######## hpdcache_req_tracker ########
==> hpdcache_req_tracker/layers.png <==
Bar = 100 um. Only two layers are drawn.
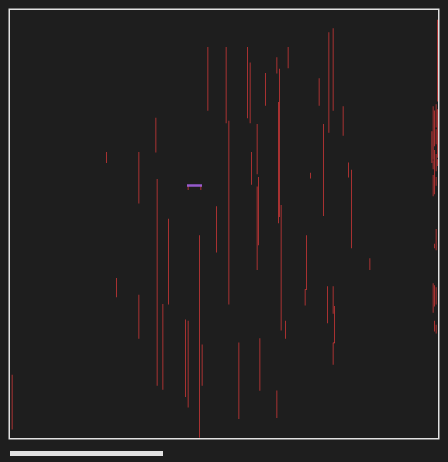

[config.mk]
export PLATFORM = sky130hd
export DESIGN_NAME = hpdcache_req_tracker
export DESIGN_NICKNAME = d
export VERILOG_FILES = /design/src/rtl/hpdcache_pkg.sv /design/src/rtl/hpdcache_req_tracker_timer.sv /design/src/rtl/hpdcache_req_tracker.sv
export SDC_FILE = /design/constraint.sdc
export NUM_CORES = 1
export LEC_CHECK = 0
export CAP_MARGIN = 20
export CORE_MARGIN = 10
export CORE_UTILIZATION = 40
export DETAILED_ROUTE_END_ITERATION = 16
export PLACE_DENSITY = 0.62
export SLEW_MARGIN = 20
export SYNTH_ARGS = -nofsm -noshare
export SYNTH_HDL_FRONTEND = slang
export SYNTH_SLANG_ARGS = --single-unit
[constraint.sdc]
create_clock -name clk_i -period 3.7 [get_ports clk_i]
set_clock_uncertainty 0.1 [all_clocks]
set_input_delay 0.74 -clock clk_i [delete_from_list [all_inputs] [get_ports clk_i]]
set_output_delay 0.74 -clock clk_i [all_outputs]
set_load 0.02 [all_outputs]
[src/rtl/hpdcache_pkg.sv]
// hpdcache_pkg: shared HPDcache widths plus the tracker entry-state and request-op enums.
package hpdcache_pkg;
    localparam int HPDCACHE_PA_WIDTH       = 49;
    localparam int HPDCACHE_WORD_WIDTH     = 64;
    localparam int HPDCACHE_TRANS_ID_WIDTH = 7;
    localparam int HPDCACHE_SRC_ID_WIDTH   = 3;

    typedef enum logic [1:0] {ENTRY_IDLE, ENTRY_PEND, ENTRY_DONE} hpdcache_entry_state_e;
    typedef enum logic {HPDCACHE_LOAD, HPDCACHE_STORE} hpdcache_req_op_e;
endpackage

[src/rtl/hpdcache_req_tracker_timer.sv]
// hpdcache_req_tracker_timer: saturating wait counter for a pending head entry with a sticky timeout flag.
module hpdcache_req_tracker_timer #(
    parameter int TIMEOUT_CYCLES = 1024
) (
    input  logic clk_i,
    input  logic rst_ni,
    input  logic head_pend_i,
    output logic timeout_o
);
    localparam int CW = $clog2(TIMEOUT_CYCLES + 1);
    localparam logic [CW-1:0] LIMIT = CW'(TIMEOUT_CYCLES);

    logic [CW-1:0] cnt_q, cnt_d;
    logic          timeout_q, timeout_d;

    always_comb begin
        cnt_d     = !head_pend_i ? '0 : (cnt_q == LIMIT) ? cnt_q : cnt_q + CW'(1);
        timeout_d = timeout_q | (cnt_d == LIMIT);
    end

    always_ff @(posedge clk_i or negedge rst_ni) begin
        if (!rst_ni) begin
            cnt_q     <= '0;
            timeout_q <= 1'b0;
        end else begin
            cnt_q     <= cnt_d;
            timeout_q <= timeout_d;
        end
    end

    assign timeout_o = timeout_q;
endmodule

[src/rtl/hpdcache_req_tracker.sv]
// hpdcache_req_tracker: issues client requests with table-slot transaction IDs, returns responses in order.
// Optional head timeout watchdog enabled by HPDCACHE_REQ_TRACKER_TIMEOUT_EN.
module hpdcache_req_tracker
    import hpdcache_pkg::*;
#(
    parameter int ENTRIES        = 8,
    parameter int TRANS_ID_WIDTH = HPDCACHE_TRANS_ID_WIDTH,
    parameter int SRC_ID_WIDTH   = HPDCACHE_SRC_ID_WIDTH,
    parameter int SRC_ID         = 0,
    parameter int ADDR_WIDTH     = HPDCACHE_PA_WIDTH,
    parameter int DATA_WIDTH     = HPDCACHE_WORD_WIDTH,
    parameter int TIMEOUT_CYCLES = 1024
) (
    input  logic                      clk_i,
    input  logic                      rst_ni,
    input  logic                      creq_valid_i,
    output logic                      creq_ready_o,
    input  hpdcache_req_op_e          creq_op_i,
    input  logic [ADDR_WIDTH-1:0]     creq_addr_i,
    input  logic [DATA_WIDTH-1:0]     creq_wdata_i,
    input  logic [DATA_WIDTH/8-1:0]   creq_be_i,
    output logic                      crsp_valid_o,
    input  logic                      crsp_ready_i,
    output logic [DATA_WIDTH-1:0]     crsp_rdata_o,
    output logic                      crsp_error_o,
    output logic                      core_req_valid_o,
    input  logic                      core_req_ready_i,
    output hpdcache_req_op_e          core_req_op_o,
    output logic [ADDR_WIDTH-1:0]     core_req_addr_o,
    output logic [DATA_WIDTH-1:0]     core_req_wdata_o,
    output logic [DATA_WIDTH/8-1:0]   core_req_be_o,
    output logic [SRC_ID_WIDTH-1:0]   core_req_sid_o,
    output logic [TRANS_ID_WIDTH-1:0] core_req_tid_o,
    input  logic                      core_rsp_valid_i,
    input  logic [SRC_ID_WIDTH-1:0]   core_rsp_sid_i,
    input  logic [TRANS_ID_WIDTH-1:0] core_rsp_tid_i,
    input  logic [DATA_WIDTH-1:0]     core_rsp_rdata_i,
    input  logic                      core_rsp_error_i,
    output logic                      busy_o,
    output logic                      stray_o,
    output logic                      timeout_o
);
    localparam int PTR_W = $clog2(ENTRIES);
    localparam logic [PTR_W:0]          FULL_CNT = (PTR_W + 1)'(ENTRIES);
    localparam logic [TRANS_ID_WIDTH:0] TID_LIM  = (TRANS_ID_WIDTH + 1)'(ENTRIES);
    localparam logic [SRC_ID_WIDTH-1:0] MY_SID   = SRC_ID_WIDTH'(SRC_ID);

    hpdcache_entry_state_e state_q [ENTRIES];
    hpdcache_entry_state_e state_d [ENTRIES];
    hpdcache_req_op_e      op_q    [ENTRIES];
    hpdcache_req_op_e      op_d    [ENTRIES];
    logic [DATA_WIDTH-1:0] rdata_q [ENTRIES];
    logic [DATA_WIDTH-1:0] rdata_d [ENTRIES];
    logic                  err_q   [ENTRIES];
    logic                  err_d   [ENTRIES];

    logic [PTR_W-1:0] head_q, head_d, tail_q, tail_d, rsp_idx;
    logic [PTR_W:0]   count_q, count_d;
    logic             stray_q, stray_d;
    logic             full, alloc, pop, rsp_hit;

    assign full             = (count_q == FULL_CNT);
    assign core_req_valid_o = creq_valid_i & !full;
    assign creq_ready_o     = core_req_ready_i & !full;
    assign core_req_op_o    = creq_op_i;
    assign core_req_addr_o  = creq_addr_i;
    assign core_req_wdata_o = creq_wdata_i;
    assign core_req_be_o    = creq_be_i;
    assign core_req_sid_o   = MY_SID;
    assign core_req_tid_o   = TRANS_ID_WIDTH'(tail_q);
    assign alloc            = core_req_valid_o & core_req_ready_i;

    assign crsp_valid_o = (state_q[head_q] == ENTRY_DONE);
    assign crsp_rdata_o = rdata_q[head_q];
    assign crsp_error_o = err_q[head_q];
    assign pop          = crsp_valid_o & crsp_ready_i;

    // The head entry is DONE when popped, so a same-cycle response to it falls out as stray here.
    assign rsp_idx = core_rsp_tid_i[PTR_W-1:0];
    assign rsp_hit = core_rsp_valid_i && (core_rsp_sid_i == MY_SID) &&
                     ({1'b0, core_rsp_tid_i} < TID_LIM) && (state_q[rsp_idx] == ENTRY_PEND);

    always_comb begin
        state_d = state_q;
        op_d    = op_q;
        rdata_d = rdata_q;
        err_d   = err_q;
        if (alloc) begin
            state_d[tail_q] = ENTRY_PEND;
            op_d[tail_q]    = creq_op_i;
        end
        if (rsp_hit) begin
            state_d[rsp_idx] = ENTRY_DONE;
            rdata_d[rsp_idx] = (op_q[rsp_idx] == HPDCACHE_STORE) ? '0 : core_rsp_rdata_i;
            err_d[rsp_idx]   = core_rsp_error_i;
        end
        if (pop)
            state_d[head_q] = ENTRY_IDLE;
        tail_d  = alloc ? tail_q + PTR_W'(1) : tail_q;
        head_d  = pop ? head_q + PTR_W'(1) : head_q;
        count_d = (alloc && !pop) ? count_q + (PTR_W + 1)'(1) :
                  (pop && !alloc) ? count_q - (PTR_W + 1)'(1) : count_q;
        stray_d = core_rsp_valid_i & !rsp_hit;
    end

    always_ff @(posedge clk_i or negedge rst_ni) begin
        if (!rst_ni) begin
            for (int i = 0; i < ENTRIES; i++) begin
                state_q[i] <= ENTRY_IDLE;
                op_q[i]    <= HPDCACHE_LOAD;
                rdata_q[i] <= '0;
                err_q[i]   <= 1'b0;
            end
            head_q  <= '0;
            tail_q  <= '0;
            count_q <= '0;
            stray_q <= 1'b0;
        end else begin
            state_q <= state_d;
            op_q    <= op_d;
            rdata_q <= rdata_d;
            err_q   <= err_d;
            head_q  <= head_d;
            tail_q  <= tail_d;
            count_q <= count_d;
            stray_q <= stray_d;
        end
    end

    assign busy_o  = (count_q != '0);
    assign stray_o = stray_q;

`ifdef HPDCACHE_REQ_TRACKER_TIMEOUT_EN
    hpdcache_req_tracker_timer #(
        .TIMEOUT_CYCLES(TIMEOUT_CYCLES)
    ) u_timer (
        .clk_i      (clk_i),
        .rst_ni     (rst_ni),
        .head_pend_i(state_q[head_q] == ENTRY_PEND),
        .timeout_o  (timeout_o)
    );
`else
    assign timeout_o = (TIMEOUT_CYCLES < 0);
`endif
endmodule
######## seq_reader_flat ########
===== src/rtl/seq_pkg.sv =====
// Shared types and constants for the Simon sequence reader.
package seq_pkg;

    localparam int unsigned MAX_LEVEL = 16;
    localparam int unsigned STEP_W    = 2;
    localparam int unsigned SEED_W    = 32;
    localparam int unsigned IDX_W     = 4;
    localparam int unsigned LEVEL_W   = 5;

    typedef enum logic [2:0] {
        ST_IDLE,
        ST_SHOW_ON,
        ST_SHOW_OFF,
        ST_WAIT_IN,
        ST_FAIL,
        ST_WIN
    } seq_state_t;

    typedef enum logic [STEP_W-1:0] {
        GREEN  = 2'd0,
        RED    = 2'd1,
        YELLOW = 2'd2,
        BLUE   = 2'd3
    } colour_t;

    // Step i of the sequence is the 2-bit field at bit 2i of the seed.
    function automatic colour_t step_colour(input logic [SEED_W-1:0] s, input logic [IDX_W-1:0] i);
        return colour_t'(s[{i, 1'b0} +: STEP_W]);
    endfunction

endpackage


===== src/rtl/seq_reader_if.sv =====
// Game-side bus of the sequence reader: seed/control in, LED and status out.
interface seq_reader_if;
    import seq_pkg::*;

    logic [SEED_W-1:0]  seed;
    logic               load_seed;
    logic               start_show;
    logic               btn_valid;
    logic [STEP_W-1:0]  btn_colour;
    logic               led_on;
    logic [STEP_W-1:0]  led_colour;
    logic               show_busy;
    logic               expect_input;
    logic               step_ok;
    logic               round_done;
    logic               fail;
    logic               win;
    logic [LEVEL_W-1:0] level;

    modport master (
        output seed, load_seed, start_show, btn_valid, btn_colour,
        input  led_on, led_colour, show_busy, expect_input,
               step_ok, round_done, fail, win, level
    );

    modport slave (
        input  seed, load_seed, start_show, btn_valid, btn_colour,
        output led_on, led_colour, show_busy, expect_input,
               step_ok, round_done, fail, win, level
    );

endinterface


===== src/rtl/seq_reader_step_timer.sv =====
// Step timer: up-counter with synchronous clear and terminal-count flag.
module step_timer #(
    parameter int unsigned CNT_W = 24
) (
    input  logic             clk,
    input  logic             reset,
    input  logic             clear,
    input  logic [CNT_W-1:0] limit,
    output logic             done
);

    logic [CNT_W-1:0] count_q;

    always_ff @(posedge clk or posedge reset) begin
        if (reset)      count_q <= '0;
        else if (clear) count_q <= '0;
        else            count_q <= count_q + CNT_W'(1);
    end

    assign done = (count_q == limit);

endmodule


===== src/rtl/seq_reader.sv =====
// Simon sequence reader: latches the seed, plays the current level on the LEDs
// and checks the player's presses against the same steps.
module seq_reader
    import seq_pkg::*;
#(
    parameter int unsigned ON_CYCLES  = 12_500_000,
    parameter int unsigned OFF_CYCLES = 6_250_000,
    parameter int unsigned CNT_W      = 24
) (
    input  logic         clk,
    input  logic         reset,
    seq_reader_if.slave  bus
);

    seq_state_t          state_q, state_n;
    logic [SEED_W-1:0]   seed_q, seed_n;
    logic [IDX_W-1:0]    idx_q, idx_n;
    logic [LEVEL_W-1:0]  level_q, level_n;
    logic                step_ok_n, round_done_n, fail_n;
    logic                timer_clear_c, timer_done_c;
    logic [CNT_W-1:0]    timer_limit_c;
    logic [IDX_W-1:0]    last_idx_c;
    logic [STEP_W-1:0]   cur_colour_c;

    logic                led_on_q, show_busy_q, expect_input_q;
    logic                step_ok_q, round_done_q, fail_q, win_q;
    logic [STEP_W-1:0]   led_colour_q;

    assign last_idx_c    = IDX_W'(level_q - LEVEL_W'(1));
    assign cur_colour_c  = STEP_W'(step_colour(seed_q, idx_q));
    assign timer_limit_c = (state_q == ST_SHOW_ON) ? CNT_W'(ON_CYCLES - 1) : CNT_W'(OFF_CYCLES - 1);

    step_timer #(.CNT_W(CNT_W)) u_timer (
        .clk   (clk),
        .reset (reset),
        .clear (timer_clear_c),
        .limit (timer_limit_c),
        .done  (timer_done_c)
    );

    always_ff @(posedge clk or posedge reset) begin
        if (reset) begin
            state_q <= ST_IDLE;
            seed_q  <= '0;
            idx_q   <= '0;
            level_q <= LEVEL_W'(1);
        end else begin
            state_q <= state_n;
            seed_q  <= seed_n;
            idx_q   <= idx_n;
            level_q <= level_n;
        end
    end

    // Next state; load_seed overrides everything and suppresses all pulses.
    always_comb begin
        state_n       = state_q;
        seed_n        = seed_q;
        idx_n         = idx_q;
        level_n       = level_q;
        step_ok_n     = 1'b0;
        round_done_n  = 1'b0;
        fail_n        = 1'b0;
        timer_clear_c = !(state_q inside {ST_SHOW_ON, ST_SHOW_OFF}) || timer_done_c;

        if (bus.load_seed) begin
            seed_n        = bus.seed;
            level_n       = LEVEL_W'(1);
            idx_n         = '0;
            state_n       = ST_IDLE;
            timer_clear_c = 1'b1;
        end else begin
            case (state_q)
                ST_IDLE: begin
                    if (bus.start_show) begin
                        idx_n   = '0;
                        state_n = ST_SHOW_ON;
                    end
                end
                ST_SHOW_ON: begin
                    if (timer_done_c) state_n = ST_SHOW_OFF;
                end
                ST_SHOW_OFF: begin
                    if (timer_done_c) begin
                        if (idx_q == last_idx_c) begin
                            idx_n   = '0;
                            state_n = ST_WAIT_IN;
                        end else begin
                            idx_n   = idx_q + IDX_W'(1);
                            state_n = ST_SHOW_ON;
                        end
                    end
                end
                ST_WAIT_IN: begin
                    if (bus.btn_valid) begin
                        if (bus.btn_colour == cur_colour_c) begin
                            step_ok_n = 1'b1;
                            if (idx_q == last_idx_c) begin
                                round_done_n = 1'b1;
                                idx_n        = '0;
                                if (level_q == LEVEL_W'(MAX_LEVEL)) begin
                                    state_n = ST_WIN;
                                end else begin
                                    level_n = level_q + LEVEL_W'(1);
                                    state_n = ST_IDLE;
                                end
                            end else begin
                                idx_n = idx_q + IDX_W'(1);
                            end
                        end else begin
                            fail_n  = 1'b1;
                            state_n = ST_FAIL;
                        end
                    end
                end
                ST_FAIL, ST_WIN: state_n = state_q;
                default:         state_n = ST_IDLE;
            endcase
        end
    end

    // Outputs follow the next state so they line up with the state register.
    always_ff @(posedge clk or posedge reset) begin
        if (reset) begin
            led_on_q       <= 1'b0;
            led_colour_q   <= '0;
            show_busy_q    <= 1'b0;
            expect_input_q <= 1'b0;
            step_ok_q      <= 1'b0;
            round_done_q   <= 1'b0;
            fail_q         <= 1'b0;
            win_q          <= 1'b0;
        end else begin
            led_on_q       <= (state_n == ST_SHOW_ON);
            led_colour_q   <= (state_n == ST_SHOW_ON) ? STEP_W'(step_colour(seed_n, idx_n)) : '0;
            show_busy_q    <= (state_n inside {ST_SHOW_ON, ST_SHOW_OFF});
            expect_input_q <= (state_n == ST_WAIT_IN);
            step_ok_q      <= step_ok_n;
            round_done_q   <= round_done_n;
            fail_q         <= fail_n;
            win_q          <= (state_n == ST_WIN);
        end
    end

    assign bus.led_on       = led_on_q;
    assign bus.led_colour   = led_colour_q;
    assign bus.show_busy    = show_busy_q;
    assign bus.expect_input = expect_input_q;
    assign bus.step_ok      = step_ok_q;
    assign bus.round_done   = round_done_q;
    assign bus.fail         = fail_q;
    assign bus.win          = win_q;
    assign bus.level        = level_q;

endmodule

===== src/flat_wrapper.sv =====
// flat-port wrapper written by rule: the top's interface ports become plain ports
module seq_reader_flat import seq_pkg::*;
#(
    parameter int unsigned ON_CYCLES  = 12_500_000,
    parameter int unsigned OFF_CYCLES = 6_250_000,
    parameter int unsigned CNT_W      = 24
)
  (clk, reset, bus_seed, bus_load_seed, bus_start_show, bus_btn_valid, bus_btn_colour, bus_led_on, bus_led_colour, bus_show_busy, bus_expect_input, bus_step_ok, bus_round_done, bus_fail, bus_win, bus_level);
  seq_reader_if bus_i ();
  input  logic clk;
  input  logic reset;
  input wire logic [$bits(bus_i.seed)-1:0] bus_seed;
  input wire logic [$bits(bus_i.load_seed)-1:0] bus_load_seed;
  input wire logic [$bits(bus_i.start_show)-1:0] bus_start_show;
  input wire logic [$bits(bus_i.btn_valid)-1:0] bus_btn_valid;
  input wire logic [$bits(bus_i.btn_colour)-1:0] bus_btn_colour;
  output wire logic [$bits(bus_i.led_on)-1:0] bus_led_on;
  output wire logic [$bits(bus_i.led_colour)-1:0] bus_led_colour;
  output wire logic [$bits(bus_i.show_busy)-1:0] bus_show_busy;
  output wire logic [$bits(bus_i.expect_input)-1:0] bus_expect_input;
  output wire logic [$bits(bus_i.step_ok)-1:0] bus_step_ok;
  output wire logic [$bits(bus_i.round_done)-1:0] bus_round_done;
  output wire logic [$bits(bus_i.fail)-1:0] bus_fail;
  output wire logic [$bits(bus_i.win)-1:0] bus_win;
  output wire logic [$bits(bus_i.level)-1:0] bus_level;
  assign bus_i.seed = bus_seed;
  assign bus_i.load_seed = bus_load_seed;
  assign bus_i.start_show = bus_start_show;
  assign bus_i.btn_valid = bus_btn_valid;
  assign bus_i.btn_colour = bus_btn_colour;
  assign bus_led_on = bus_i.led_on;
  assign bus_led_colour = bus_i.led_colour;
  assign bus_show_busy = bus_i.show_busy;
  assign bus_expect_input = bus_i.expect_input;
  assign bus_step_ok = bus_i.step_ok;
  assign bus_round_done = bus_i.round_done;
  assign bus_fail = bus_i.fail;
  assign bus_win = bus_i.win;
  assign bus_level = bus_i.level;
  seq_reader #(.ON_CYCLES(ON_CYCLES), .OFF_CYCLES(OFF_CYCLES), .CNT_W(CNT_W)) u_core (.clk(clk), .reset(reset), .bus(bus_i));
endmodule

===== config.mk =====
export PLATFORM = sky130hd
export DESIGN_NAME = seq_reader_flat
export DESIGN_NICKNAME = d
export VERILOG_FILES = /design/src/rtl/seq_pkg.sv /design/src/rtl/seq_reader_if.sv /design/src/rtl/seq_reader_step_timer.sv /design/src/rtl/seq_reader.sv /design/src/flat_wrapper.sv
export SDC_FILE = /design/constraint.sdc
export NUM_CORES = 1
export LEC_CHECK = 0
export ABC_CLOCK_PERIOD_IN_PS = 5850
export CAP_MARGIN = 20
export CORE_UTILIZATION = 40
export DETAILED_ROUTE_END_ITERATION = 12
export HOLD_SLACK_MARGIN = 0.12
export PLACE_DENSITY = 0.72
export SLEW_MARGIN = 0
export SYNTH_ARGS = -nofsm -noshare
export SYNTH_HDL_FRONTEND = slang
export SYNTH_SLANG_ARGS = --single-unit

===== constraint.sdc =====
create_clock -name clk -period 5.85 [get_ports clk]
set_clock_uncertainty 0.2 [all_clocks]
set_input_delay 1.755 -clock clk [delete_from_list [all_inputs] [get_ports clk]]
set_output_delay 1.755 -clock clk [all_outputs]
set_load 0.01 [all_outputs]

######## alu_exec_unit ########
==> src/rtl/alu_exec_unit.sv <==
// EX-stage ALU with valid/ready in and out; shifts iterate one bit per cycle.
// Result, zero and illegal are registered and held until the next result.
module alu_exec_unit #(
    parameter int WIDTH   = 32,
    parameter int SHAMT_W = 5
) (
    input  logic               clk,
    input  logic               rst_n,
    input  logic               in_valid,
    output logic               in_ready,
    input  logic [3:0]         operation,
    input  logic [WIDTH-1:0]   a,
    input  logic [WIDTH-1:0]   b,
    output logic               out_valid,
    input  logic               out_ready,
    output logic [WIDTH-1:0]   result,
    output logic               zero,
    output logic               illegal
);

    typedef enum logic [1:0] {
        S_IDLE,
        S_SHIFT,
        S_HOLD
    } state_t;

    localparam logic [3:0] OP_AND = 4'b0000;
    localparam logic [3:0] OP_OR  = 4'b0001;
    localparam logic [3:0] OP_ADD = 4'b0010;
    localparam logic [3:0] OP_SUB = 4'b0110;
    localparam logic [3:0] OP_SLT = 4'b0111;
    localparam logic [3:0] OP_XOR = 4'b1100;
    localparam logic [3:0] OP_SLL = 4'b1000;
    localparam logic [3:0] OP_SRL = 4'b1001;
    localparam logic [3:0] OP_SRA = 4'b1011;

    state_t             r_state;
    state_t             w_next;
    logic [WIDTH-1:0]   r_acc;
    logic [WIDTH-1:0]   r_result;
    logic [SHAMT_W-1:0] r_cnt;
    logic [1:0]         r_sop;
    logic               r_zero;
    logic               r_illegal;

    logic [WIDTH-1:0]   w_alu;
    logic [WIDTH-1:0]   w_imm;
    logic [WIDTH-1:0]   w_step;
    logic [SHAMT_W-1:0] w_shamt;
    logic               w_legal;
    logic               w_is_shift;
    logic               w_accept;
    logic               w_iter;
    logic               w_last;

    assign w_shamt  = b[SHAMT_W-1:0];
    assign w_accept = in_valid & in_ready;
    assign w_iter   = w_is_shift & (w_shamt != '0);
    assign w_imm    = w_is_shift ? a : w_alu;
    assign w_last   = (r_cnt == SHAMT_W'(1));

    always_comb begin
        w_alu      = '0;
        w_legal    = 1'b1;
        w_is_shift = 1'b0;
        case (operation)
            OP_AND: w_alu = a & b;
            OP_OR:  w_alu = a | b;
            OP_ADD: w_alu = a + b;
            OP_SUB: w_alu = a - b;
            OP_SLT: w_alu = {{(WIDTH-1){1'b0}}, $signed(a) < $signed(b)};
            OP_XOR: w_alu = a ^ b;
            OP_SLL, OP_SRL, OP_SRA: w_is_shift = 1'b1;
            default: w_legal = 1'b0;
        endcase
    end

    // r_sop holds operation[1:0]: 00 SLL, 01 SRL, 11 SRA
    always_comb begin
        case (r_sop)
            2'b00:   w_step = r_acc << 1;
            2'b01:   w_step = r_acc >> 1;
            default: w_step = {r_acc[WIDTH-1], r_acc[WIDTH-1:1]};
        endcase
    end

    always_ff @(posedge clk or negedge rst_n) begin
        if (!rst_n) begin
            r_state <= S_IDLE;
        end else begin
            r_state <= w_next;
        end
    end

    always_comb begin
        w_next    = r_state;
        in_ready  = 1'b0;
        out_valid = 1'b0;
        case (r_state)
            S_IDLE: begin
                in_ready = 1'b1;
                if (w_accept) begin
                    w_next = w_iter ? S_SHIFT : S_HOLD;
                end
            end
            S_SHIFT: begin
                if (w_last) begin
                    w_next = S_HOLD;
                end
            end
            S_HOLD: begin
                out_valid = 1'b1;
                if (out_ready) begin
                    w_next = S_IDLE;
                end
            end
            default: w_next = S_IDLE;
        endcase
    end

    always_ff @(posedge clk or negedge rst_n) begin
        if (!rst_n) begin
            r_acc     <= '0;
            r_cnt     <= '0;
            r_sop     <= '0;
            r_result  <= '0;
            r_zero    <= 1'b0;
            r_illegal <= 1'b0;
        end else if (r_state == S_IDLE && w_accept) begin
            if (w_iter) begin
                r_acc <= a;
                r_cnt <= w_shamt;
                r_sop <= operation[1:0];
            end else begin
                r_result  <= w_imm;
                r_zero    <= (w_imm == '0);
                r_illegal <= ~w_legal;
            end
        end else if (r_state == S_SHIFT) begin
            r_acc <= w_step;
            r_cnt <= r_cnt - SHAMT_W'(1);
            if (w_last) begin
                r_result  <= w_step;
                r_zero    <= (w_step == '0);
                r_illegal <= 1'b0;
            end
        end
    end

    assign result  = r_result;
    assign zero    = r_zero;
    assign illegal = r_illegal;

endmodule

==> config.mk <==
export PLATFORM = sky130hd
export DESIGN_NAME = alu_exec_unit
export DESIGN_NICKNAME = d
export VERILOG_FILES = /design/src/rtl/alu_exec_unit.sv
export SDC_FILE = /design/constraint.sdc
export NUM_CORES = 1
export LEC_CHECK = 0
export ABC_AREA = 1
export ABC_CLOCK_PERIOD_IN_PS = 1900
export CORE_MARGIN = 2
export CORE_UTILIZATION = 30
export CTS_CLUSTER_DIAMETER = 60
export DETAILED_ROUTE_END_ITERATION = 10
export MAX_ROUTING_LAYER = met4
export SLEW_MARGIN = 5
export SYNTH_ARGS = -nofsm -noshare
export SYNTH_HDL_FRONTEND = slang
export SYNTH_SLANG_ARGS = --single-unit
==> constraint.sdc <==
create_clock -name clk -period 1.9 [get_ports clk]
set_clock_uncertainty 0.1 [all_clocks]
set_input_delay 0.57 -clock clk [delete_from_list [all_inputs] [get_ports clk]]
set_output_delay 0.57 -clock clk [all_outputs]
set_load 0.05 [all_outputs]
######## button_conditioner ########
## config.mk

```make
export PLATFORM = sky130hd
export DESIGN_NAME = button_conditioner
export DESIGN_NICKNAME = d
export VERILOG_FILES = /design/src/rtl/button_pkg.sv /design/src/rtl/debounce_ch.sv /design/src/rtl/button_conditioner.sv
export SDC_FILE = /design/constraint.sdc
export NUM_CORES = 1
export LEC_CHECK = 0
export ABC_AREA = 1
export CELL_PAD_IN_SITES_DETAIL_PLACEMENT = 1
export CELL_PAD_IN_SITES_GLOBAL_PLACEMENT = 1
export CORE_ASPECT_RATIO = 0.6
export CORE_MARGIN = 4
export CORE_UTILIZATION = 37
export CTS_BUF_LIST = sky130_fd_sc_hd__clkbuf_16
export CTS_CLUSTER_DIAMETER = 80
export DETAILED_ROUTE_END_ITERATION = 10
export PLACE_DENSITY = 0.78
export SYNTH_ARGS = -nofsm -noshare
export SYNTH_HDL_FRONTEND = slang
export SYNTH_SLANG_ARGS = --single-unit
```

## constraint.sdc

```tcl
create_clock -name clk -period 1.15 [get_ports clk]
set_input_delay 0.345 -clock clk [delete_from_list [all_inputs] [get_ports clk]]
set_output_delay 0.345 -clock clk [all_outputs]
set_load 0.01 [all_outputs]
```

## src/rtl/button_pkg.sv

```systemverilog
// Shared types and default constants for the push-button conditioner.
// Imported by debounce_ch and button_conditioner.
package button_pkg;

    typedef enum logic [1:0] {
        IDLE,
        ARM,
        FIRED
    } chord_state_t;

    localparam int unsigned DEF_N_CH            = 2;
    localparam int unsigned DEF_DEBOUNCE_CYCLES = 16;
    localparam bit          DEF_ACTIVE_LOW      = 1'b1;
    localparam int unsigned DEF_CHORD_HOLD      = 4;

    // Counter width for a terminal count of n-1, never narrower than one bit.
    function automatic int unsigned cnt_width(input int unsigned n);
        return (n < 2) ? 1 : $clog2(n);
    endfunction

endpackage

```

## src/rtl/debounce_ch.sv

```systemverilog
// One button channel: 2-flop synchroniser, polarity fix, stability counter,
// debounced level and registered press/release pulses.
module debounce_ch
    import button_pkg::*;
#(
    parameter int unsigned DEBOUNCE_CYCLES = DEF_DEBOUNCE_CYCLES,
    parameter bit          ACTIVE_LOW      = DEF_ACTIVE_LOW
) (
    input  logic clk,
    input  logic rst,
    input  logic raw,
    output logic level,
    output logic press,
    output logic release_pulse
);

    localparam int unsigned      CW       = cnt_width(DEBOUNCE_CYCLES);
    localparam logic [CW-1:0]    TERMINAL = CW'(DEBOUNCE_CYCLES - 1);
    localparam logic             RAW_IDLE = ACTIVE_LOW;

    logic [1:0]    sync;
    logic          sample;
    logic [CW-1:0] count;

    always_ff @(posedge clk or posedge rst) begin
        if (rst) begin
            sync <= {2{RAW_IDLE}};
        end else begin
            sync <= {sync[0], raw};
        end
    end

    assign sample = sync[1] ^ ACTIVE_LOW;

    // The counter only ever runs while sample disagrees with level, so it
    // clears either on agreement or on acceptance and can never wrap.
    always_ff @(posedge clk or posedge rst) begin
        if (rst) begin
            count         <= '0;
            level         <= 1'b0;
            press         <= 1'b0;
            release_pulse <= 1'b0;
        end else begin
            press         <= 1'b0;
            release_pulse <= 1'b0;
            if (sample == level) begin
                count <= '0;
            end else if (count == TERMINAL) begin
                count         <= '0;
                level         <= sample;
                press         <= sample;
                release_pulse <= ~sample;
            end else begin
                count <= count + 1'b1;
            end
        end
    end

endmodule

```

## src/rtl/button_conditioner.sv

```systemverilog
// Multi-channel push-button conditioner: per-channel debounce with edge
// pulses, plus a chord detector that fires once per sustained hold.
module button_conditioner
    import button_pkg::*;
#(
    parameter int unsigned         N_CH            = DEF_N_CH,
    parameter int unsigned         DEBOUNCE_CYCLES = DEF_DEBOUNCE_CYCLES,
    parameter bit                  ACTIVE_LOW      = DEF_ACTIVE_LOW,
    parameter logic [N_CH-1:0]     CHORD_MASK      = '1,
    parameter int unsigned         CHORD_HOLD      = DEF_CHORD_HOLD
) (
    input  logic            clk,
    input  logic            rst,
    input  logic [N_CH-1:0] btn_raw,
    output logic [N_CH-1:0] level,
    output logic [N_CH-1:0] press,
    output logic [N_CH-1:0] release_pulse,
    output logic            chord
);

    localparam int unsigned   HW        = $clog2(CHORD_HOLD + 1);
    localparam logic [HW-1:0] HOLD_LAST = HW'(CHORD_HOLD - 1);

    for (genvar i = 0; i < N_CH; i++) begin : g_ch
        debounce_ch #(
            .DEBOUNCE_CYCLES(DEBOUNCE_CYCLES),
            .ACTIVE_LOW     (ACTIVE_LOW)
        ) u_ch (
            .clk          (clk),
            .rst          (rst),
            .raw          (btn_raw[i]),
            .level        (level[i]),
            .press        (press[i]),
            .release_pulse(release_pulse[i])
        );
    end

    chord_state_t  state, state_next;
    logic [HW-1:0] hold, hold_next;
    logic          all_held, none_held;

    assign all_held  = (level & CHORD_MASK) == CHORD_MASK;
    assign none_held = (level & CHORD_MASK) == '0;

    always_ff @(posedge clk or posedge rst) begin
        if (rst) begin
            state <= IDLE;
            hold  <= '0;
        end else begin
            state <= state_next;
            hold  <= hold_next;
        end
    end

    // chord is decoded from the ARM terminal count so it lands exactly
    // CHORD_HOLD cycles after the chord forms and clears with reset at once.
    always_comb begin
        state_next = state;
        hold_next  = hold;
        chord      = 1'b0;
        case (state)
            IDLE: begin
                if (all_held) begin
                    state_next = ARM;
                    hold_next  = '0;
                end
            end
            ARM: begin
                if (!all_held) begin
                    state_next = IDLE;
                end else if (hold == HOLD_LAST) begin
                    state_next = FIRED;
                    chord      = 1'b1;
                end else begin
                    hold_next = hold + 1'b1;
                end
            end
            FIRED: begin
                if (none_held) begin
                    state_next = IDLE;
                end
            end
            default: state_next = IDLE;
        endcase
    end

endmodule

```

==> seq_reader_flat/ff_map.png <==
Bar = 20 um. Other sequential cells in the stronger grey, the rest of the logic in the fainter grey.
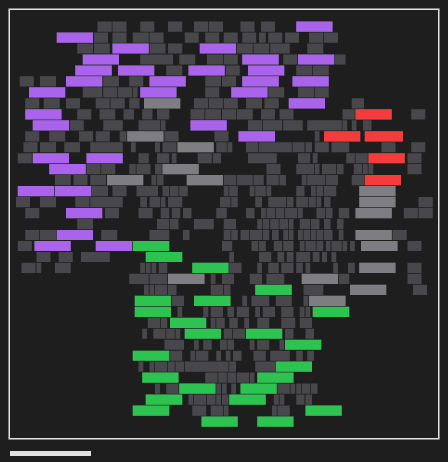
`u_core.bus.level` -> red  # sequential cells 5
`u_core.seed_q` -> purple  # sequential cells 32
`u_core.u_timer.count_q` -> green  # sequential cells 24, where bottom centre
not coloured = 16
post-layout util: 49.7%
register area: 1930 sq um
Power Sequential: 574 uW

==> run_results.csv, seq_reader_flat <==
group,metric,value,unit
cells_and_area,drive_gt1_share,15.2,%
floorplan,io_pins,53,
grt,antenna_found_initial,0,
cts,cts-hold-fix-buffers,0,
worst_setup_path,rr_worst_depth,11,
routing,vias_per_cell,5.46,
cells_and_area,dominant_cells,"combinational gates",
place,post-place-ws,992,ps
floorplan,core_area,10400,sq um
worst_setup_path,cp_max_fo,17,
routing,routedWlPerCell,15.5,um
outcome,status,"complete, no violations",
pwr,power.switching,257,uW
pwr,p_clk,407,uW
cells_and_area,num-fill-cells,959,
pwr,power.total,1110,uW
cells_and_area,final_area,5170,sq um
worst_hold_path,hold_end,"u_core.u_timer.count_q[0]",
logic_synthesis,synth.most_common_cell,"dfrtp_1",
cells_and_area,comb_share,43.8,%
[seq_reader_flat: cells by family (layout without fill, tap and decap cells)]
logic type	after synthesis	after routing	share of synthesized area, %
multiplexers	70	70	18.3
adder cells (fa/ha/maj)	5	5	1.44
buffers and inverters	32	83	3.43
XOR/XNOR	33	33	7.01
flip-flops	77	77	44.5
AND/OR/NAND/NOR	142	142	17.3
AND-OR/OR-AND	50	50	8.08
[seq_reader_flat: routing by layer]
layer,vias up,GRT usage [%],wire length [um]
met5,-,0,0
met4,0,7.24,192
met3,15,4.60,361
met2,80,27.8,4340
met1,1598,24.3,4330
li1,1563,-,-
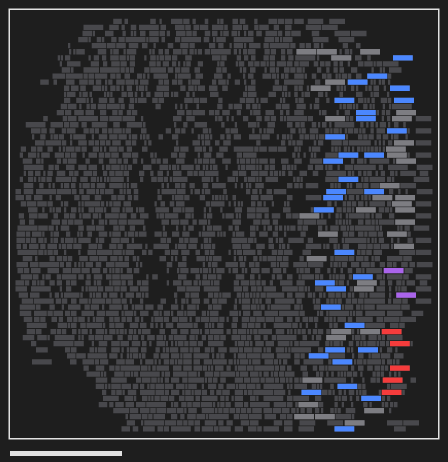
(alu_exec_unit/ff_map.png)
Bar = 50 um. Other sequential cells in the stronger grey, the rest of the logic in the fainter grey.
`r_acc` -> blue  # sequential cells 32, where a vertical strip on the right
`r_cnt` -> red  # sequential cells 5, where lower right
`r_state` -> purple  # sequential cells 2
not coloured = 36

==> run_results.csv, alu_exec_unit <==
group,metric,value,unit
outcome,status,"complete, but fails checks",
outcome,violations,"negative setup slack",
place,portBuffers,107,
routing,first_pass_iters,5,
cells_and_area,lay_top_count,"buf_4",
pwr,swShare,47.4,%
worst_setup_path,critical-path-top-delay-family,"simple AND/OR/NAND/NOR gates",
pwr,maxPowerGroup,"combinational cells",
logic_synthesis,ys_ff,75,
logic_synthesis,yosysChipArea,10500,sq um
routing,vias_per_cell,5.15,
logic_synthesis,adder_share,13.4,%
floorplan,tapCellCount,455,
routing,ant_nets,0,
logic_synthesis,ys.flop_type,"dfrtp_1",
timing,final_hold_viol_count,0,
timing,setup_viol,34,
cells_and_area,seq_share,8.44,%
cts,cts-hold-fix-buffers,0,
cells_and_area,fin_nets,2686,
logic_synthesis,yosysUniqueCellTypes,43,
floorplan,core_area,34500,sq um
timing,slew_headroom,61.8,%
logic_synthesis,syn_inst,1836,
logic_synthesis,synth-async-reset-ratio,100,%
timing,fin_crit_sh,143,%
worst_setup_path,reg2reg_to,"zero",
floorplan,dieHeight,191,um
timing,fin_ws,-813,ps
worst_setup_path,cp_max_fo,5,
place,gp_congestion,1.09,
pwr,sequentialPowerShare,16.0,%
pwr,power.total,19000,uW
grt,grt_pass1_vias,14700,
cts,clock_sinks,75,
worst_setup_path,critPathKind,"in2reg",
timing,rsz0062_at_grt,"yes",
timing,fin_hold_ws,49.5,ps
grt,grt_max_degree,37,
cells_and_area,seqCellArea,1880,sq um
run,maxCapViolations,0,
==> alu_exec_unit: layer usage <==
| metal | vias to the layer above | GRT usage [%] | wire [um] |
|---|---|---|---|
| met5 | - | - | 0 |
| met4 | 0 | 8.58 | 1850 |
| met3 | 139 | 2.11 | 3810 |
| met2 | 616 | 50.2 | 27500 |
| met1 | 7248 | 41.7 | 25000 |
| li1 | 7236 | - | - |
==> alu_exec_unit: metrics by stage <==
step	setup TNS, ps	area, sq um
3_5_place_dp	-73700	16800
3_3_place_gp	-72040	16800
2_1_floorplan	-8020	11500
6_report	-15730	22200
4_1_cts	-16970	19800
5_1_grt	-18430	22200
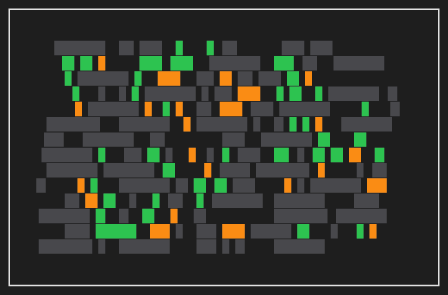
(button_conditioner/gates.png)
nand cells -> green  # cells 40
nor cells -> orange  # cells 23

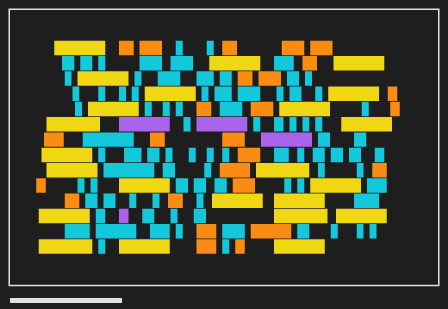
(button_conditioner/class_map.png)
Bar = 20 um.
clock drivers and dummy loads -> purple  # cells 4, share of their area 5.6%
remaining logic cells -> cyan  # cells 87, share of their area 37%
sequential cells -> yellow  # cells 23, share of their area 40%
remaining buffers and delay cells -> orange  # cells 26, share of their area 17%
post-layout util: 57.6%
Seq area share: 39.2%
core area: 2570 sq um

==> run_results.csv, button_conditioner <==
group,metric,value,unit
floorplan,row_count,14,
timing,setup_viol,14,
cells_and_area,diodes,0,
worst_hold_path,hp-class,"reg2reg",
logic_synthesis,synth-xor-area-share,0,%
worst_setup_path,cp_max_fo,2,
grt,grt_overflow,0,
outcome,violations,"negative setup slack",
outcome,status,"complete, but fails checks",
logic_synthesis,yosysChipArea,1030,sq um
worst_setup_path,rr_worst_depth,8,
pwr,comb-power,110,uW
cells_and_area,logic_area,465,sq um
cts,cts_resized,42,
pwr,p_per_area,1160,nW/um^2
logic_synthesis,syn_inst,116,
cells_and_area,largest_reg_flops,8,
grt,grt-busiest-layer,"met2",
logic_synthesis,top_logic_kind,"simple AND/OR/NAND/NOR gates",
cells_and_area,biggestRegsByFlops,"g_ch.u_ch.count (8), g_ch.u_ch.sync (4), hold (3)",
pwr,swShare,21.4,%
pwr,power.switching,370,uW
cells_and_area,n_clock_buffer,3,
logic_synthesis,ys_ff,23,
worst_hold_path,hold_end,"g_ch[0].u_ch.sync[1]",
pwr,combPwrFrac,6.4,%
logic_synthesis,synth-async-reset-ratio,100,%
cts,cts_buffers,3,
timing,slew_headroom,84.5,%
logic_synthesis,synthSimpleGateAreaFrac,26.5,%
grt,grt_pass1_wl,4.44,mm
worst_hold_path,worstHoldStart,"g_ch[0].u_ch.sync[0]",
routing,vias,847,
routing,drt-met1-wl,1.28,mm
timing,fin_ws,-423,ps
pwr,maxPowerGroup,"registers",
worst_setup_path,r2r_setup_slack,-200,ps
grt,antenna_found_initial,0,
cts,cts_root_buf,"clkbuf_16",
routing,wl_met2,1.55,mm
place,dp_cells,161,
pwr,p_int,1360,uW
timing,maxSlewViolCount,0,
## button_conditioner: placed cells by master, fill, tap and decap left out, drive strengths merged
master	n
buf	23
inv	17
clkinv	1
nor2	21
ha	4
clkdlybuf4s50	3
o21ai	2
nand2	34
nor3	2
dfstp	4
clkbuf	3
o2bb2ai	1
nand3b	1
nand3	3
dfrtp	19
nand4	2
## button_conditioner: worst max-delay path, stage by stage (launching register included)
cell	delay, ps
dfrtp_1	410
ha_4	180
ha_4	160
nand2_4	70
nor2_4	30
buf_6	110
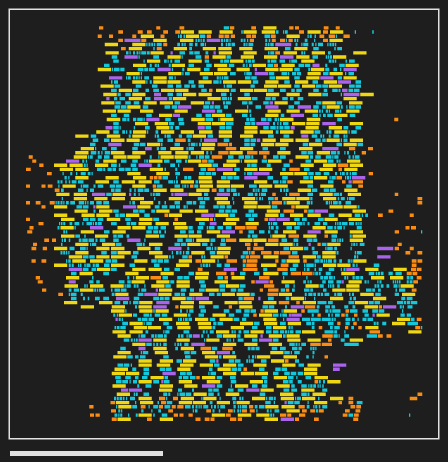
(hpdcache_req_tracker/class_map.png)
Bar = 100 um.
clock drivers and dummy loads -> purple  # cells 106, share of their area 6.7%
remaining buffers and delay cells -> orange  # cells 270, share of their area 9.8%
remaining logic cells -> cyan  # cells 1465, share of their area 38%
sequential cells -> yellow  # cells 555, share of their area 46%

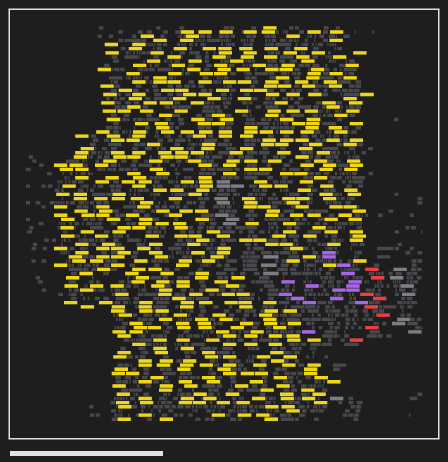
(hpdcache_req_tracker/ff_map.png)
Bar = 100 um. Other sequential cells in the stronger grey, the rest of the logic in the fainter grey.
`rdata_q` -> yellow  # sequential cells 512
`op_q` -> red  # sequential cells 8
`state_q` -> purple  # sequential cells 16

About hpdcache_req_tracker/layers.png:
M5 -> purple  # wire length 8.30 um
M4 -> red  # wire length 2290 um

==> run_results.csv, hpdcache_req_tracker <==
group,metric,value,unit
outcome,status,"complete, no violations",
cells_and_area,clkCellAreaFrac,6.42,%
cells_and_area,logic_gate_count,1458,
logic_synthesis,ys_ff,555,
logic_synthesis,top_cells_by_area,"dfrtp_1, mux2_2, mux2_1, buf_4, nand2_1",
worst_hold_path,hold_end,"rdata_q[326]",
logic_synthesis,synthSimpleGateAreaFrac,7.89,%
worst_setup_path,critical-path-top-delay-family,"buffers and inverters",
grt,grt_use_met3,3.78,%
logic_synthesis,synth-async-reset-ratio,100,%
routing,drc,0,
pwr,power.switching,6050,uW
grt,grt_overflow,0,
routing,first_pass_iters,5,
worst_setup_path,slowest_stage,"dfrtp_4",
logic_synthesis,ys_warn_count,0,
cells_and_area,final_layout_top_logic_cells,"dfrtp_1, mux2_2, nand2_1",
cts,clock_latency,620,ps
cells_and_area,areaGrowthSynthToFinish,17.0,%
logic_synthesis,yosys.stat.seqShare,51.5,%
logic_synthesis,yosysUniqueCellTypes,62,
timing,fin_crit_sh,96.6,%
logic_synthesis,ys_cells,2309,
worst_setup_path,start_kind,"flip-flop",
logic_synthesis,top_logic_kind,"multiplexers",
worst_setup_path,critPathRequiredTime,2860,ps
cells_and_area,diodes,2,
grt,grt_use_total,18.8,%
timing,fmax,0.280,GHz
cells_and_area,n_clock_buffer,88,
[hpdcache_req_tracker: sequential cells by signal, summed over array words and instances (netlist names)]
| register | cells |
|---|---|
| rdata_q | 512 |
| count_q | 4 |
| err_q | 8 |
| op_q | 8 |
| stray_o | 1 |
| state_q | 16 |
| head_q | 3 |
| tail_q | 3 |
[hpdcache_req_tracker: logic make-up after synthesis]
| kind of cell | Yosys count |
|---|---|
| other cells | 1 |
| compound gates | 388 |
| xor+xnor | 8 |
| simple gates | 467 |
| buf+inv | 303 |
| mux | 581 |
| flops | 555 |
| fa+ha+maj | 6 |

######## image_load_ctrl ########
==> image_load_ctrl/ff_map.png <==
Bar = 20 um. Other sequential cells in the stronger grey, the rest of the logic in the fainter grey.
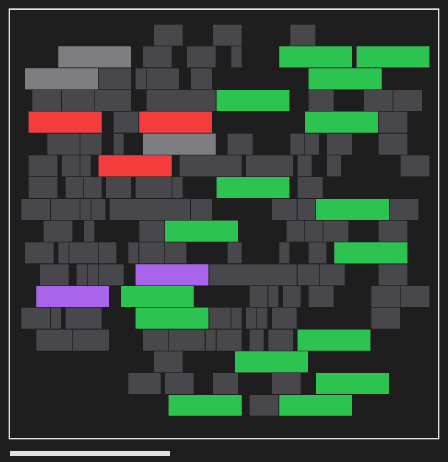
==> image_load_ctrl/layers.png <==
Bar = 20 um. Only two layers are drawn.
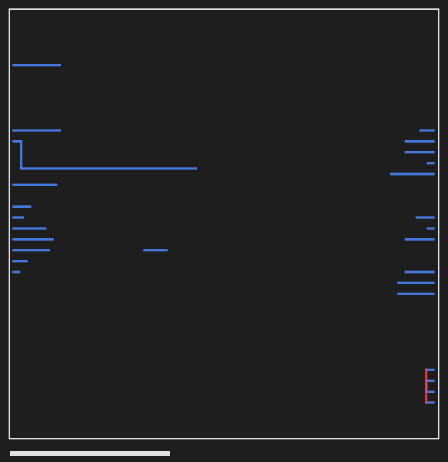
**src/rtl/image_load_ctrl.sv**
```systemverilog
// image_load_ctrl: streams N_ROWS slices into a row decoder, then holds the
// finished image until the consumer acknowledges it. It also counts images.
module image_load_ctrl #(
    parameter  int W      = 8,
    parameter  int N_ROWS = 8,
    localparam int SW     = (N_ROWS > 1) ? $clog2(N_ROWS) : 1
) (
    input  logic          clk,
    input  logic          rst,
    input  logic          start_i,
    input  logic          clr_i,
    input  logic [W-1:0]  s_data_i,
    input  logic          s_valid_i,
    output logic          s_ready_o,
    output logic [W-1:0]  dec_slice_o,
    output logic          dec_en_o,
    output logic [SW-1:0] dec_sel_o,
    output logic          img_valid_o,
    input  logic          img_ack_i,
    output logic          busy_o,
    output logic [15:0]   frame_cnt_o
);

    typedef enum logic [1:0] {
        ST_IDLE,
        ST_LOAD,
        ST_SETTLE,
        ST_DONE
    } state_t;

    localparam logic [SW-1:0] LAST_ROW = SW'(N_ROWS - 1);

    state_t        state_q, state_d;
    logic [SW-1:0] cnt_q, cnt_d;
    logic [SW-1:0] dec_sel_q, dec_sel_d;
    logic [15:0]   frame_cnt_q, frame_cnt_d;
    logic          accept;
    logic          ack;

    // Handshake decode; clr_i blocks any accept or ack in its cycle.
    always_comb begin
        s_ready_o   = (state_q == ST_LOAD) && !clr_i;
        accept      = s_valid_i && s_ready_o;
        dec_en_o    = accept;
        dec_slice_o = s_data_i;
        img_valid_o = (state_q == ST_DONE);
        ack         = img_ack_i && img_valid_o && !clr_i;
        busy_o      = (state_q != ST_IDLE);
        dec_sel_o   = dec_sel_q;
        frame_cnt_o = frame_cnt_q;
    end

    // Next-state, row counter, row select and frame counter.
    always_comb begin
        state_d     = state_q;
        cnt_d       = cnt_q;
        dec_sel_d   = dec_sel_q;
        frame_cnt_d = frame_cnt_q;
        if (clr_i) begin
            state_d = ST_IDLE;
            cnt_d   = '0;
        end else begin
            unique case (state_q)
                ST_IDLE: begin
                    if (start_i) begin
                        state_d = ST_LOAD;
                        cnt_d   = '0;
                    end
                end
                ST_LOAD: begin
                    if (accept) begin
                        dec_sel_d = cnt_q;
                        if (cnt_q == LAST_ROW) begin
                            cnt_d   = '0;
                            state_d = ST_SETTLE;
                        end else begin
                            cnt_d = cnt_q + SW'(1);
                        end
                    end
                end
                ST_SETTLE: state_d = ST_DONE;
                ST_DONE: begin
                    if (ack) begin
                        state_d     = ST_IDLE;
                        frame_cnt_d = frame_cnt_q + 16'd1;
                    end
                end
                default: state_d = ST_IDLE;
            endcase
        end
    end

    // State and counter registers with asynchronous reset.
    always_ff @(posedge clk or posedge rst) begin
        if (rst) begin
            state_q     <= ST_IDLE;
            cnt_q       <= '0;
            dec_sel_q   <= '0;
            frame_cnt_q <= '0;
        end else begin
            state_q     <= state_d;
            cnt_q       <= cnt_d;
            dec_sel_q   <= dec_sel_d;
            frame_cnt_q <= frame_cnt_d;
        end
    end

endmodule

```
**config.mk**
```make
export PLATFORM = sky130hd
export DESIGN_NAME = image_load_ctrl
export DESIGN_NICKNAME = d
export VERILOG_FILES = /design/src/rtl/image_load_ctrl.sv
export SDC_FILE = /design/constraint.sdc
export NUM_CORES = 1
export LEC_CHECK = 0
export CORE_UTILIZATION = 47
export DETAILED_ROUTE_END_ITERATION = 6
export MAX_ROUTING_LAYER = met4
export PLACE_DENSITY = 0.86
export SYNTH_ARGS = -nofsm -noshare
export SYNTH_HDL_FRONTEND = slang
export SYNTH_SLANG_ARGS = --single-unit
```
**constraint.sdc**
```tcl
create_clock -name clk -period 4.7 [get_ports clk]
set_input_delay 1.41 -clock clk [delete_from_list [all_inputs] [get_ports clk]]
set_output_delay 1.41 -clock clk [all_outputs]
set_load 0.005 [all_outputs]
```
==> run_results.csv <==
group,metric,value,unit
cts,clkSlewWorstSetupHoldPaths,140,ps
cells_and_area,fin_util,62.2,%
cells_and_area,clkCellAreaFrac,3.38,%
cells_and_area,dominant_cells,"flip-flops and latches",
logic_synthesis,synth_area,1240,sq um
logic_synthesis,synth.avg_cell_area,11.9,sq um
cts,clock_sinks,24,
routing,route.top_layer_used,"met4",
routing,ant_nets,0,
cells_and_area,drive_gt1_share,10.9,%
cts,cts_buffer_depth,2,
worst_setup_path,critPathKind,"in2out",
timing,fin_hold_ws,479,ps
cells_and_area,n_clock_buffer,3,
worst_setup_path,critPathRequiredTime,3290,ps
timing,worst_pin_slew,911,ps
timing,fin_tns_setup,0,ps
logic_synthesis,synth-async-reset-ratio,100,%
logic_synthesis,common_cells,"dfrtp_1, buf_4, nor2_1, xnor2_1, xor2_1",
cells_and_area,logic_gate_count,67,
grt,grt_use_total,18.7,%
cells_and_area,lay_top_count,"clkdlybuf4s50_1",
cts,cts_resized,0,
place,post-place-ws,402,ps
logic_synthesis,top_cells_by_area,"dfrtp_1, ha_1, xnor2_1, xor2_1, buf_4",
timing,final_hold_viol_count,0,
worst_setup_path,rr_worst_depth,5,
floorplan,core_area,2500,sq um
timing,layout_min_cycle_time,4300,ps
floorplan,die_width,53.5,um
timing,fin_worst_skew,6.42,ps
worst_hold_path,hold_end,"frame_cnt_o[15]",
cells_and_area,buf_share,18.0,%
outcome,status,"complete, no violations",
grt,grt_max_degree,25,
grt,grt_use_met3,2.59,%
routing,vias_per_cell,5.22,
worst_setup_path,crit_chain,"clkdlybuf4s50_1 -> nor2b_1 -> nand2_1 -> inv_1 -> clkdlybuf4s50_1",
cts,htreeDepth,1,
routing,drt-met1-wl,965,um
logic_synthesis,edf_count,0,
grt,met2_usage,31.7,%
worst_setup_path,r2r_setup_slack,2870,ps
place,portBuffers,28,
About image_load_ctrl/ff_map.png:
`frame_cnt_o` -> green  # sequential cells 16
`state_q` -> purple  # sequential cells 2
`cnt_q` -> red  # sequential cells 3
not coloured = 3

About image_load_ctrl/layers.png:
M3 -> blue  # wire length 102 um
M4 -> red  # wire length 4.10 um
Vias: 830
WL final: 2.17 mm
drt wl/cell: 13.6 um

[logic make-up after synthesis]
| group | Yosys count | synth area share [%] |
|---|---|---|
| compound gates | 3 | 3.62 |
| xor+xnor | 16 | 11.3 |
| fa+ha+maj | 6 | 6.03 |
| buf+inv | 14 | 6.63 |
| flops | 24 | 48.2 |
| mux | 6 | 5.33 |
| simple gates | 36 | 18.9 |
[sequential cells by signal, indices dropped and copies added (netlist names)]
register,cells
frame_cnt_o,16
cnt_q,3
dec_sel_o,3
state_q,2


==> notes/layouts.md <==
Pictures saved along the way, in no particular order.

Metal layers overlaid.
picture 1
Bar = 20 um. Only two layers are drawn.
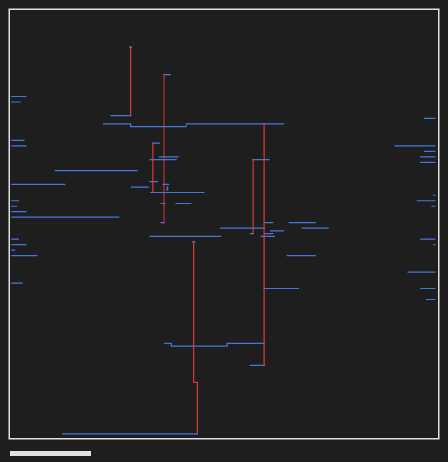
picture 2
Bar = 20 um. Only two layers are drawn.
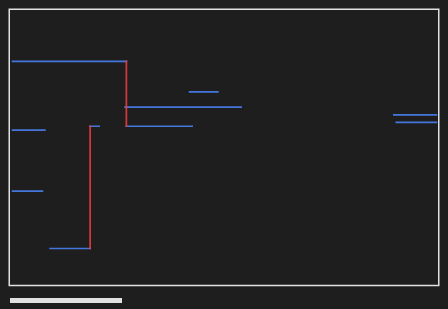
picture 3
Bar = 50 um. Only two layers are drawn.
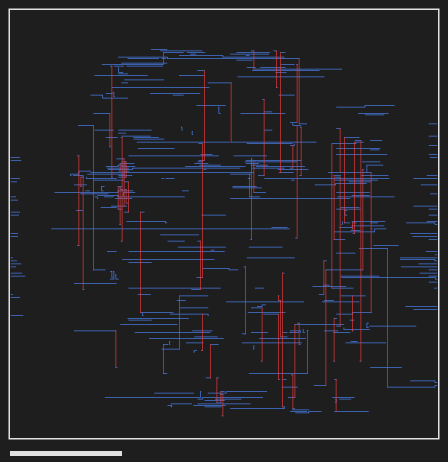
- smallest die: picture 2
- largest die: picture 3
seq_reader_flat: picture 1
button_conditioner: picture 2
alu_exec_unit: picture 3

Power is estimated from default activity; no workload was simulated.
